######## addsub_share_arbiter ########
addsub_share_arbiter, sequential cells colored by netlist name:
(4 px per µm)
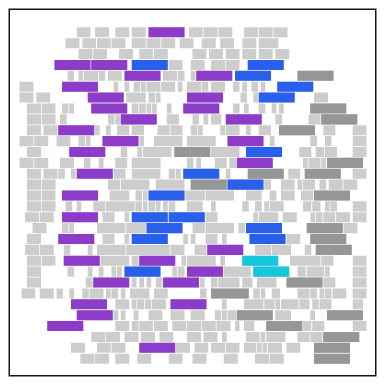
addsub_share_arbiter, cells colored by class:
(4 px per µm) Fill, decap, tap and diode cells in gray.
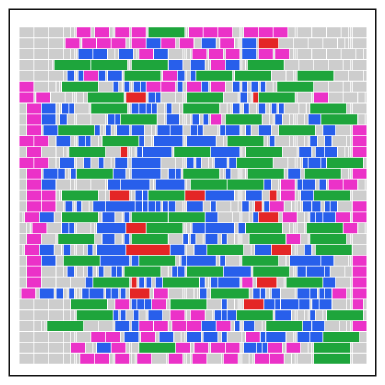
### src/rtl/addsub_share_arbiter.sv
// Two-requester round-robin arbiter in front of one shared ripple add/subtract datapath.
// The FSM runs IDLE -> EXEC -> RESP, so there is one operation in flight at a time.

module addsub_fa (
  input  logic a,
  input  logic b,
  input  logic ci,
  output logic s,
  output logic co
);
  assign s  = a ^ b ^ ci;
  assign co = (a & b) | (ci & (a ^ b));
endmodule

module addsub_share_arbiter #(
  parameter int WIDTH = 16,
  parameter int CNT_W = 16
) (
  input  logic             clk,
  input  logic             rst_n,
  input  logic             req0_valid,
  output logic             req0_ready,
  input  logic [WIDTH-1:0] req0_a,
  input  logic [WIDTH-1:0] req0_b,
  input  logic             req0_sub,
  output logic             rsp0_valid,
  input  logic             rsp0_ready,
  input  logic             req1_valid,
  output logic             req1_ready,
  input  logic [WIDTH-1:0] req1_a,
  input  logic [WIDTH-1:0] req1_b,
  input  logic             req1_sub,
  output logic             rsp1_valid,
  input  logic             rsp1_ready,
  output logic [WIDTH-1:0] rsp_s,
  output logic             rsp_cout,
  output logic             rsp_ovf,
  output logic             busy,
  output logic [CNT_W-1:0] ops_done
);

  localparam logic [1:0] IDLE = 2'd0;
  localparam logic [1:0] EXEC = 2'd1;
  localparam logic [1:0] RESP = 2'd2;

  typedef struct packed {
    logic [WIDTH-1:0] a;
    logic [WIDTH-1:0] b;
    logic             sub;
  } op_t;

  logic [1:0]       state;
  op_t              op_q;
  logic             owner;
  logic             last_grant;
  logic             grant0, grant1;
  logic [WIDTH-1:0] bx, sum;
  logic [WIDTH:0]   c;

  // Requester 1 wins when it is alone or when requester 0 was served last.
  assign grant1 = req1_valid && (!req0_valid || !last_grant);
  assign grant0 = req0_valid && !grant1;

  // Gated by rst_n so every output reads 0 while reset is held.
  assign req0_ready = rst_n && (state == IDLE) && grant0;
  assign req1_ready = rst_n && (state == IDLE) && grant1;
  assign rsp0_valid = (state == RESP) && !owner;
  assign rsp1_valid = (state == RESP) && owner;
  assign busy       = (state != IDLE);

  // Subtract is A + ~B + 1: the sub bit inverts B and feeds the carry-in.
  assign bx   = op_q.b ^ {WIDTH{op_q.sub}};
  assign c[0] = op_q.sub;

  addsub_fa u_fa [WIDTH-1:0] (
    .a  (op_q.a),
    .b  (bx),
    .ci (c[WIDTH-1:0]),
    .s  (sum),
    .co (c[WIDTH:1])
  );

  always_ff @(posedge clk or negedge rst_n) begin
    if (!rst_n) begin
      state      <= IDLE;
      op_q       <= '0;
      owner      <= 1'b0;
      last_grant <= 1'b1;
      rsp_s      <= '0;
      rsp_cout   <= 1'b0;
      rsp_ovf    <= 1'b0;
      ops_done   <= '0;
    end else begin
      case (state)
        IDLE: if (req0_ready || req1_ready) begin
          op_q       <= grant1 ? {req1_a, req1_b, req1_sub} : {req0_a, req0_b, req0_sub};
          owner      <= grant1;
          last_grant <= grant1;
          state      <= EXEC;
        end
        EXEC: begin
          rsp_s    <= sum;
          rsp_cout <= c[WIDTH];
          rsp_ovf  <= c[WIDTH] ^ c[WIDTH-1];
          state    <= RESP;
        end
        RESP: if (owner ? rsp1_ready : rsp0_ready) begin
          ops_done <= ops_done + CNT_W'(1);
          state    <= IDLE;
        end
        default: state <= IDLE;
      endcase
    end
  end

endmodule

### config.mk
export PLATFORM = sky130hd
export DESIGN_NAME = addsub_share_arbiter
export DESIGN_NICKNAME = d
export VERILOG_FILES = /design/src/rtl/addsub_share_arbiter.sv
export SDC_FILE = /design/constraint.sdc
export NUM_CORES = 1
export LEC_CHECK = 0
export CAP_MARGIN = 25
export CORE_MARGIN = 2
export CORE_UTILIZATION = 47
export CTS_CLUSTER_SIZE = 24
export DETAILED_ROUTE_END_ITERATION = 16
export GPL_ROUTABILITY_DRIVEN = 0
export PLACE_DENSITY = 0.77
export SLEW_MARGIN = 20
export SYNTH_ARGS = -nofsm -noshare
export SYNTH_HDL_FRONTEND = slang
export SYNTH_SLANG_ARGS = --single-unit
### constraint.sdc
create_clock -name clk -period 8.2 [get_ports clk]
set_clock_uncertainty 0.1 [all_clocks]
set_input_delay 2.05 -clock clk [delete_from_list [all_inputs] [get_ports clk]]
set_output_delay 2.05 -clock clk [all_outputs]
set_load 0.02 [all_outputs]
==> out/qor.rpt <==
STATUS
---------------------------------------------------------------------------------
Status                                                               finished clean

CLOCK NETWORK
---------------------------------------------------------------------------------
Clock root buffer master                                                 clkbuf_8
Number of buffers created by CTS                                                9
Clock latency of the later-clocked register in the worst-skew pair        0.35 ns

FINISH
---------------------------------------------------------------------------------
Final-stage net count                                                         525
Multi-input comb cells                                                        225
Fraction of area in registers                                               35.9%

POWER AND IR DROP
---------------------------------------------------------------------------------
Static Leak                                                               2.14 nW
VDD IR max                                                                 201 µV
Total power of the final layout                                           1.77 mW

LOGIC SYNTHESIS
---------------------------------------------------------------------------------
Post-Syn Area per Cell                                                   10.8 µm²

WORST SETUP PATH
---------------------------------------------------------------------------------
Endpoint required time on the critical path                               8.34 ns

FINAL TIMING
---------------------------------------------------------------------------------
Final-report max-slew violation count                                           0

DIE
---------------------------------------------------------------------------------
Die H                                                                     91.3 µm

GLOBAL ROUTE
---------------------------------------------------------------------------------
Global Route Usage Sum                                                      19.5%

Notes on 'sequential cells colored by netlist name' of addsub_share_arbiter above:
[`state`] cyan | sequential cells: 2
[`op_q`] purple | sequential cells: 32
[`rsp_s`] blue | sequential cells: 16
not colored: 21

Notes on 'cells colored by class' of addsub_share_arbiter above:
[flops] green | cells: 71 | share of their area: 37%
[combinational and other logic] blue | cells: 243 | share of their area: 36%
[other buffers and delay cells] magenta | cells: 112 | share of their area: 23%
[clock drivers and dummy loads] red | cells: 16 | share of their area: 3.9%

power by group through the flow:
stage	sequential, mW	clock, mW	combinational (mW)
detailed placement	0.620	0	0.887
global route	0.634	0.300	0.997
floorplan	0.660	0	0.511
global placement	0.612	0	0.857
CTS	0.615	0.280	0.900
finish	0.615	0.276	0.880
cell usage after synthesis, drive strengths merged (2+ instances only):
cell and n:
xor2 8, clkbuf 5, mux2i 35, xnor2 24, a21oi 33, fa 15, nor2 39, mux2 4
nand2 24, and3 2, dfrtp 70, o21ai 17, nor4 2, nand3 7, nor3 2, nand2b 2
nand4 2, inv 18, buf 12

######## vc_arbitro_ctrl ########
===== src/rtl/pcie_ctrl_pkg.sv =====
// PCIe VC scheduler: shared state encoding,
// destination bit and threshold defaults.
package pcie_ctrl_pkg;

  typedef enum logic [2:0] {
    ST_RESET  = 3'd0,
    ST_INIT   = 3'd1,
    ST_IDLE   = 3'd2,
    ST_ACTIVE = 3'd3,
    ST_ERROR  = 3'd4
  } state_t;

  localparam int DEST_BIT = 5;

  localparam logic [1:0] DEF_UMB_MF = 2'd3;
  localparam logic [3:0] DEF_UMB_VC = 4'd12;
  localparam logic [1:0] DEF_UMB_D  = 2'd2;

  function automatic logic dest_afull(
    input logic [5:0] head,
    input logic       d0_af,
    input logic       d1_af
  );
    return head[DEST_BIT] ? d1_af : d0_af;
  endfunction

endpackage


===== src/rtl/vc_wrr_arb.sv =====
// Weighted VC0/VC1 arbiter: VC0 wins ties until
// WEIGHT-1 wins in a row, then VC1 is forced once.
module vc_wrr_arb #(
  parameter int WEIGHT = 4
) (
  input  logic clk,
  input  logic reset,
  input  logic elig0,
  input  logic elig1,
  output logic gnt0,
  output logic gnt1
);

  localparam int W = (WEIGHT > 1) ? $clog2(WEIGHT) : 1;
  localparam logic [W-1:0] LAST = W'(WEIGHT - 1);

  logic [W-1:0] wcnt;

  assign gnt1 = elig1 & (~elig0 | (wcnt == LAST));
  assign gnt0 = elig0 & ~gnt1;

  always_ff @(posedge clk or posedge reset) begin
    if (reset) begin
      wcnt <= '0;
    end else if (!elig1 || gnt1) begin
      wcnt <= '0;
    end else if (gnt0) begin
      wcnt <= wcnt + 1'b1;
    end
  end

endmodule


===== src/rtl/vc_arbitro_ctrl.sv =====
// Control/scheduling for MF -> VC0/VC1 -> D0/D1:
// state sequencing, thresholds, arbitration, routing.
module vc_arbitro_ctrl #(
  parameter int         WEIGHT     = 4,
  parameter logic [1:0] DEF_UMB_MF = pcie_ctrl_pkg::DEF_UMB_MF,
  parameter logic [3:0] DEF_UMB_VC = pcie_ctrl_pkg::DEF_UMB_VC,
  parameter logic [1:0] DEF_UMB_D  = pcie_ctrl_pkg::DEF_UMB_D
) (
  input  logic       clk,
  input  logic       reset,
  input  logic       init,
  input  logic [1:0] umb_MF_in,
  input  logic [3:0] umb_VC0_in,
  input  logic [3:0] umb_VC1_in,
  input  logic [1:0] umb_D0_in,
  input  logic [1:0] umb_D1_in,
  input  logic [5:0] vc0_head,
  input  logic [5:0] vc1_head,
  input  logic       vc0_empty,
  input  logic       vc1_empty,
  input  logic       vc0_afull,
  input  logic       vc1_afull,
  input  logic       d0_afull,
  input  logic       d1_afull,
  input  logic [4:0] fifo_err,
  input  logic       all_empty,
  output logic       vc0_pop,
  output logic       vc1_pop,
  output logic       d0_push,
  output logic       d1_push,
  output logic [5:0] data_out,
  output logic [1:0] umbral_MF,
  output logic [3:0] umbral_VC0,
  output logic [3:0] umbral_VC1,
  output logic [1:0] umbral_D0,
  output logic [1:0] umbral_D1,
  output logic       Pausa_MF,
  output logic       active_out,
  output logic       idle_out,
  output logic       error_out
);

  import pcie_ctrl_pkg::*;

  state_t state_q;
  state_t state_d;

  logic err;
  logic run;
  logic in_flight;
  logic elig0;
  logic elig1;
  logic gnt0;
  logic gnt1;

  assign err       = |fifo_err;
  assign in_flight = d0_push | d1_push;

  // init or a fresh error stops popping in the same cycle
  assign run = (state_q == ST_ACTIVE) & ~init & ~err;

  assign elig0 = run & ~vc0_empty
               & ~dest_afull(vc0_head, d0_afull, d1_afull);
  assign elig1 = run & ~vc1_empty
               & ~dest_afull(vc1_head, d0_afull, d1_afull);

  vc_wrr_arb #(
    .WEIGHT (WEIGHT)
  ) u_arb (
    .clk   (clk),
    .reset (reset),
    .elig0 (elig0),
    .elig1 (elig1),
    .gnt0  (gnt0),
    .gnt1  (gnt1)
  );

  assign vc0_pop = gnt0;
  assign vc1_pop = gnt1;

  always_comb begin
    state_d = state_q;
    unique case (state_q)
      ST_RESET: begin
        state_d = ST_INIT;
      end
      ST_INIT: begin
        if (err)
          state_d = ST_ERROR;
        else if (!init)
          state_d = ST_IDLE;
      end
      ST_IDLE: begin
        if (err)
          state_d = ST_ERROR;
        else if (init)
          state_d = ST_INIT;
        else if (!vc0_empty || !vc1_empty)
          state_d = ST_ACTIVE;
      end
      ST_ACTIVE: begin
        if (err)
          state_d = ST_ERROR;
        else if (init)
          state_d = ST_INIT;
        else if (all_empty && !in_flight)
          state_d = ST_IDLE;
      end
      ST_ERROR: begin
        if (!err && init)
          state_d = ST_INIT;
      end
      default: begin
        state_d = ST_RESET;
      end
    endcase
  end

  always_ff @(posedge clk or posedge reset) begin
    if (reset) begin
      state_q    <= ST_RESET;
      active_out <= 1'b0;
      idle_out   <= 1'b0;
      error_out  <= 1'b0;
    end else begin
      state_q    <= state_d;
      active_out <= (state_d == ST_ACTIVE);
      idle_out   <= (state_d == ST_IDLE);
      error_out  <= (state_d == ST_ERROR);
    end
  end

  // output stage: one word per cycle, routed by its head bit
  always_ff @(posedge clk or posedge reset) begin
    if (reset) begin
      d0_push  <= 1'b0;
      d1_push  <= 1'b0;
      data_out <= '0;
    end else begin
      d0_push <= (gnt0 & ~vc0_head[DEST_BIT])
               | (gnt1 & ~vc1_head[DEST_BIT]);
      d1_push <= (gnt0 & vc0_head[DEST_BIT])
               | (gnt1 & vc1_head[DEST_BIT]);
      if (gnt0)
        data_out <= vc0_head;
      else if (gnt1)
        data_out <= vc1_head;
    end
  end

  always_ff @(posedge clk or posedge reset) begin
    if (reset) begin
      Pausa_MF <= 1'b0;
    end else if (state_q != ST_RESET) begin
      Pausa_MF <= vc0_afull | vc1_afull;
    end
  end

  always_ff @(posedge clk or posedge reset) begin
    if (reset) begin
      umbral_MF  <= DEF_UMB_MF;
      umbral_VC0 <= DEF_UMB_VC;
      umbral_VC1 <= DEF_UMB_VC;
      umbral_D0  <= DEF_UMB_D;
      umbral_D1  <= DEF_UMB_D;
    end else if (state_q == ST_INIT && init) begin
      umbral_MF  <= umb_MF_in;
      umbral_VC0 <= umb_VC0_in;
      umbral_VC1 <= umb_VC1_in;
      umbral_D0  <= umb_D0_in;
      umbral_D1  <= umb_D1_in;
    end
  end

endmodule


===== config.mk =====
export PLATFORM = sky130hd
export DESIGN_NAME = vc_arbitro_ctrl
export DESIGN_NICKNAME = d
export VERILOG_FILES = /design/src/rtl/pcie_ctrl_pkg.sv /design/src/rtl/vc_wrr_arb.sv /design/src/rtl/vc_arbitro_ctrl.sv
export SDC_FILE = /design/constraint.sdc
export NUM_CORES = 1
export LEC_CHECK = 0
export CORE_AREA = 2 2 65 67
export DETAILED_ROUTE_END_ITERATION = 10
export DIE_AREA = 0 0 67 69
export DONT_BUFFER_PORTS = 1
export PLACE_DENSITY = 0.58
export SETUP_SLACK_MARGIN = 0.02
export SLEW_MARGIN = 10
export SYNTH_ARGS = -nofsm -noshare
export SYNTH_HDL_FRONTEND = slang
export SYNTH_SLANG_ARGS = --single-unit

===== constraint.sdc =====
create_clock -name clk -period 2.2 [get_ports clk]
set_input_delay 0.44 -clock clk [delete_from_list [all_inputs] [get_ports clk]]
set_output_delay 0.44 -clock clk [all_outputs]
set_load 0.01 [all_outputs]

==> out/qor.rpt <==
FINISH
-------------------------------------------------------------------
Finished Core Util                                            42.8%
Syn-to-layout area delta                                      11.8%
Most frequent logic cell in the layout                      dfrtp_1
Final-stage net count                                           172
Number of flip-flops under the largest register name              6

FINAL TIMING
-------------------------------------------------------------------
Final critical-path share of the clock period                 92.8%
Final period demand of the worst path                       2.04 ns
RSZ-0062 raised after global routing                          false
Count of final hold-check violations                              0
Setup TNS                                                      0 ns

WORST SETUP PATH
-------------------------------------------------------------------
Slowest stage delay, CP                                     0.46 ns
Slowest cell on the critical path                           dfrtp_2
Depth of the most critical reg-to-reg path                        5
Critical setup path kind                               register to primary output
Critical path startpoint                               state_q[2]$_DFF_PP0_
Worst path arrival time                                     1.60 ns
Worst reg2reg path startpoint                          u_arb.wcnt[0]$_DFFE_PP0P_
Worst-case register-to-register setup slack                 0.57 ns
Buf/Inv on CP                                                     1

CLOCK NETWORK
-------------------------------------------------------------------
CTS Buffer Depth                                                  2
Clock-pin slew on the worst setup and hold paths            0.06 ns

GLOBAL ROUTE
-------------------------------------------------------------------
Vias in the first global route                                1,028
First-pass GRT wire length                                  4.76 mm

STATUS
-------------------------------------------------------------------
Status                                                 finished clean

POWER AND IR DROP
-------------------------------------------------------------------
Sequential fraction of design power                           54.7%
Switching component of the power                           0.540 mW
Switching portion of total power                              29.5%
Clock group total power                                    0.484 mW
Static Leak                                                0.721 nW

PLACE
-------------------------------------------------------------------
Worst slack, placed                                        0.313 ns

ROUTE
-------------------------------------------------------------------
Number of remaining DRC errors                                    0
Met3 Wirelength                                              289 µm
Wirelength, routed                                          2.96 mm
Highest routed metal layer                                     met4

LOGIC SYNTHESIS
-------------------------------------------------------------------
Register bit count reported by yosys                             31
Top cells by area                                      dfrtp_1, dfstp_2, mux2_2
Top-area cell share                                           38.4%
Multiplexer share                                             11.2%
And+or+nand+nor area frac                                     13.0%

FLOW RUN
-------------------------------------------------------------------
Count of tool warnings                                           26

DIE
-------------------------------------------------------------------
Width of the die                                              67 µm

[cell type report]
class	count	area (µm²)
flip-flops and latches	31	787
inverters	17	63.8
clock buffers	8	100
fillers	379	2240
multi-input cells	71	631
repair buffers	4	30.0
well taps	50	62.6
[through the flow]
stage	hold WS [ns]	total power, mW	instance area [µm²]	std cells
2_1_floorplan	0.418	1.27	1500	124
3_3_place_gp	0.426	1.34	1570	173
3_5_place_dp	0.437	1.37	1570	173
4_1_cts	0.130	1.86	1670	181
5_1_grt	0.159	1.94	1670	181
6_report	0.126	1.83	1670	181
vc_arbitro_ctrl, routing congestion:
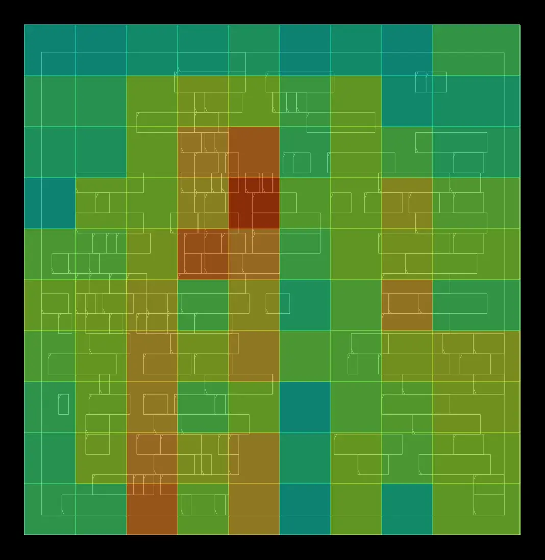
grt peak-use layer: met2
met1 track demand over resource: 15.4%
Global Route Usage Sum: 13.6%
global-route met3 utilization: 5.87%

vc_arbitro_ctrl, sequential cells colored by netlist name:
(6 px per µm)
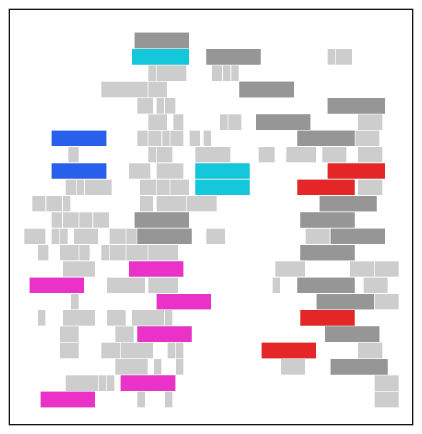
[`state_q`] cyan | sequential cells: 3
[`u_arb.wcnt`] blue | sequential cells: 2
[`umbral_VC1`] red | sequential cells: 4
[`data_out`] magenta | sequential cells: 6



## Gallery

Clock network drawn from the DEF.
Plate I
(6 px per µm)
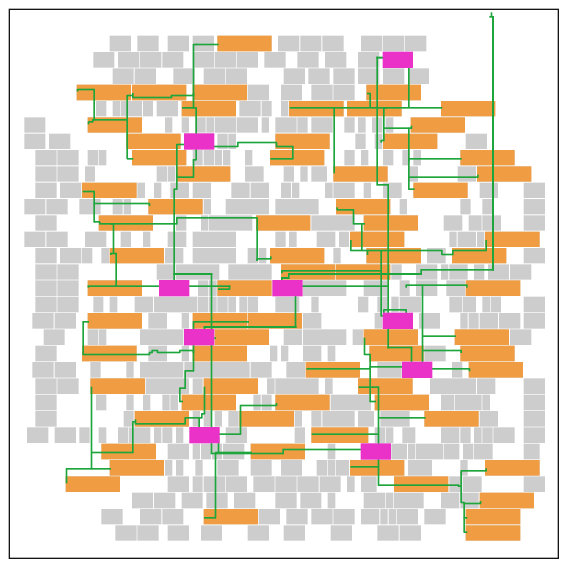
Plate II
(8 px per µm)
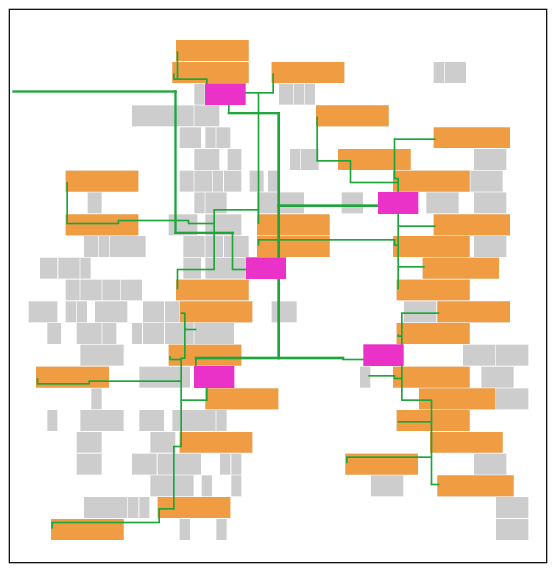
| picture | from |
|---|---|
| Plate I | addsub_share_arbiter |
| Plate II | vc_arbitro_ctrl |
The one with the most sequential cells is Plate I.
The one with the largest die is Plate I.

Key to Plate I:
[clock drivers] magenta | count: 9
[flip-flops] orange | count: 71
[clock wires] green | length: 939 µm
routed clock nets: 10
flops lie: spread over the die

No activity file was given, so power comes from the tool's default toggle rates.
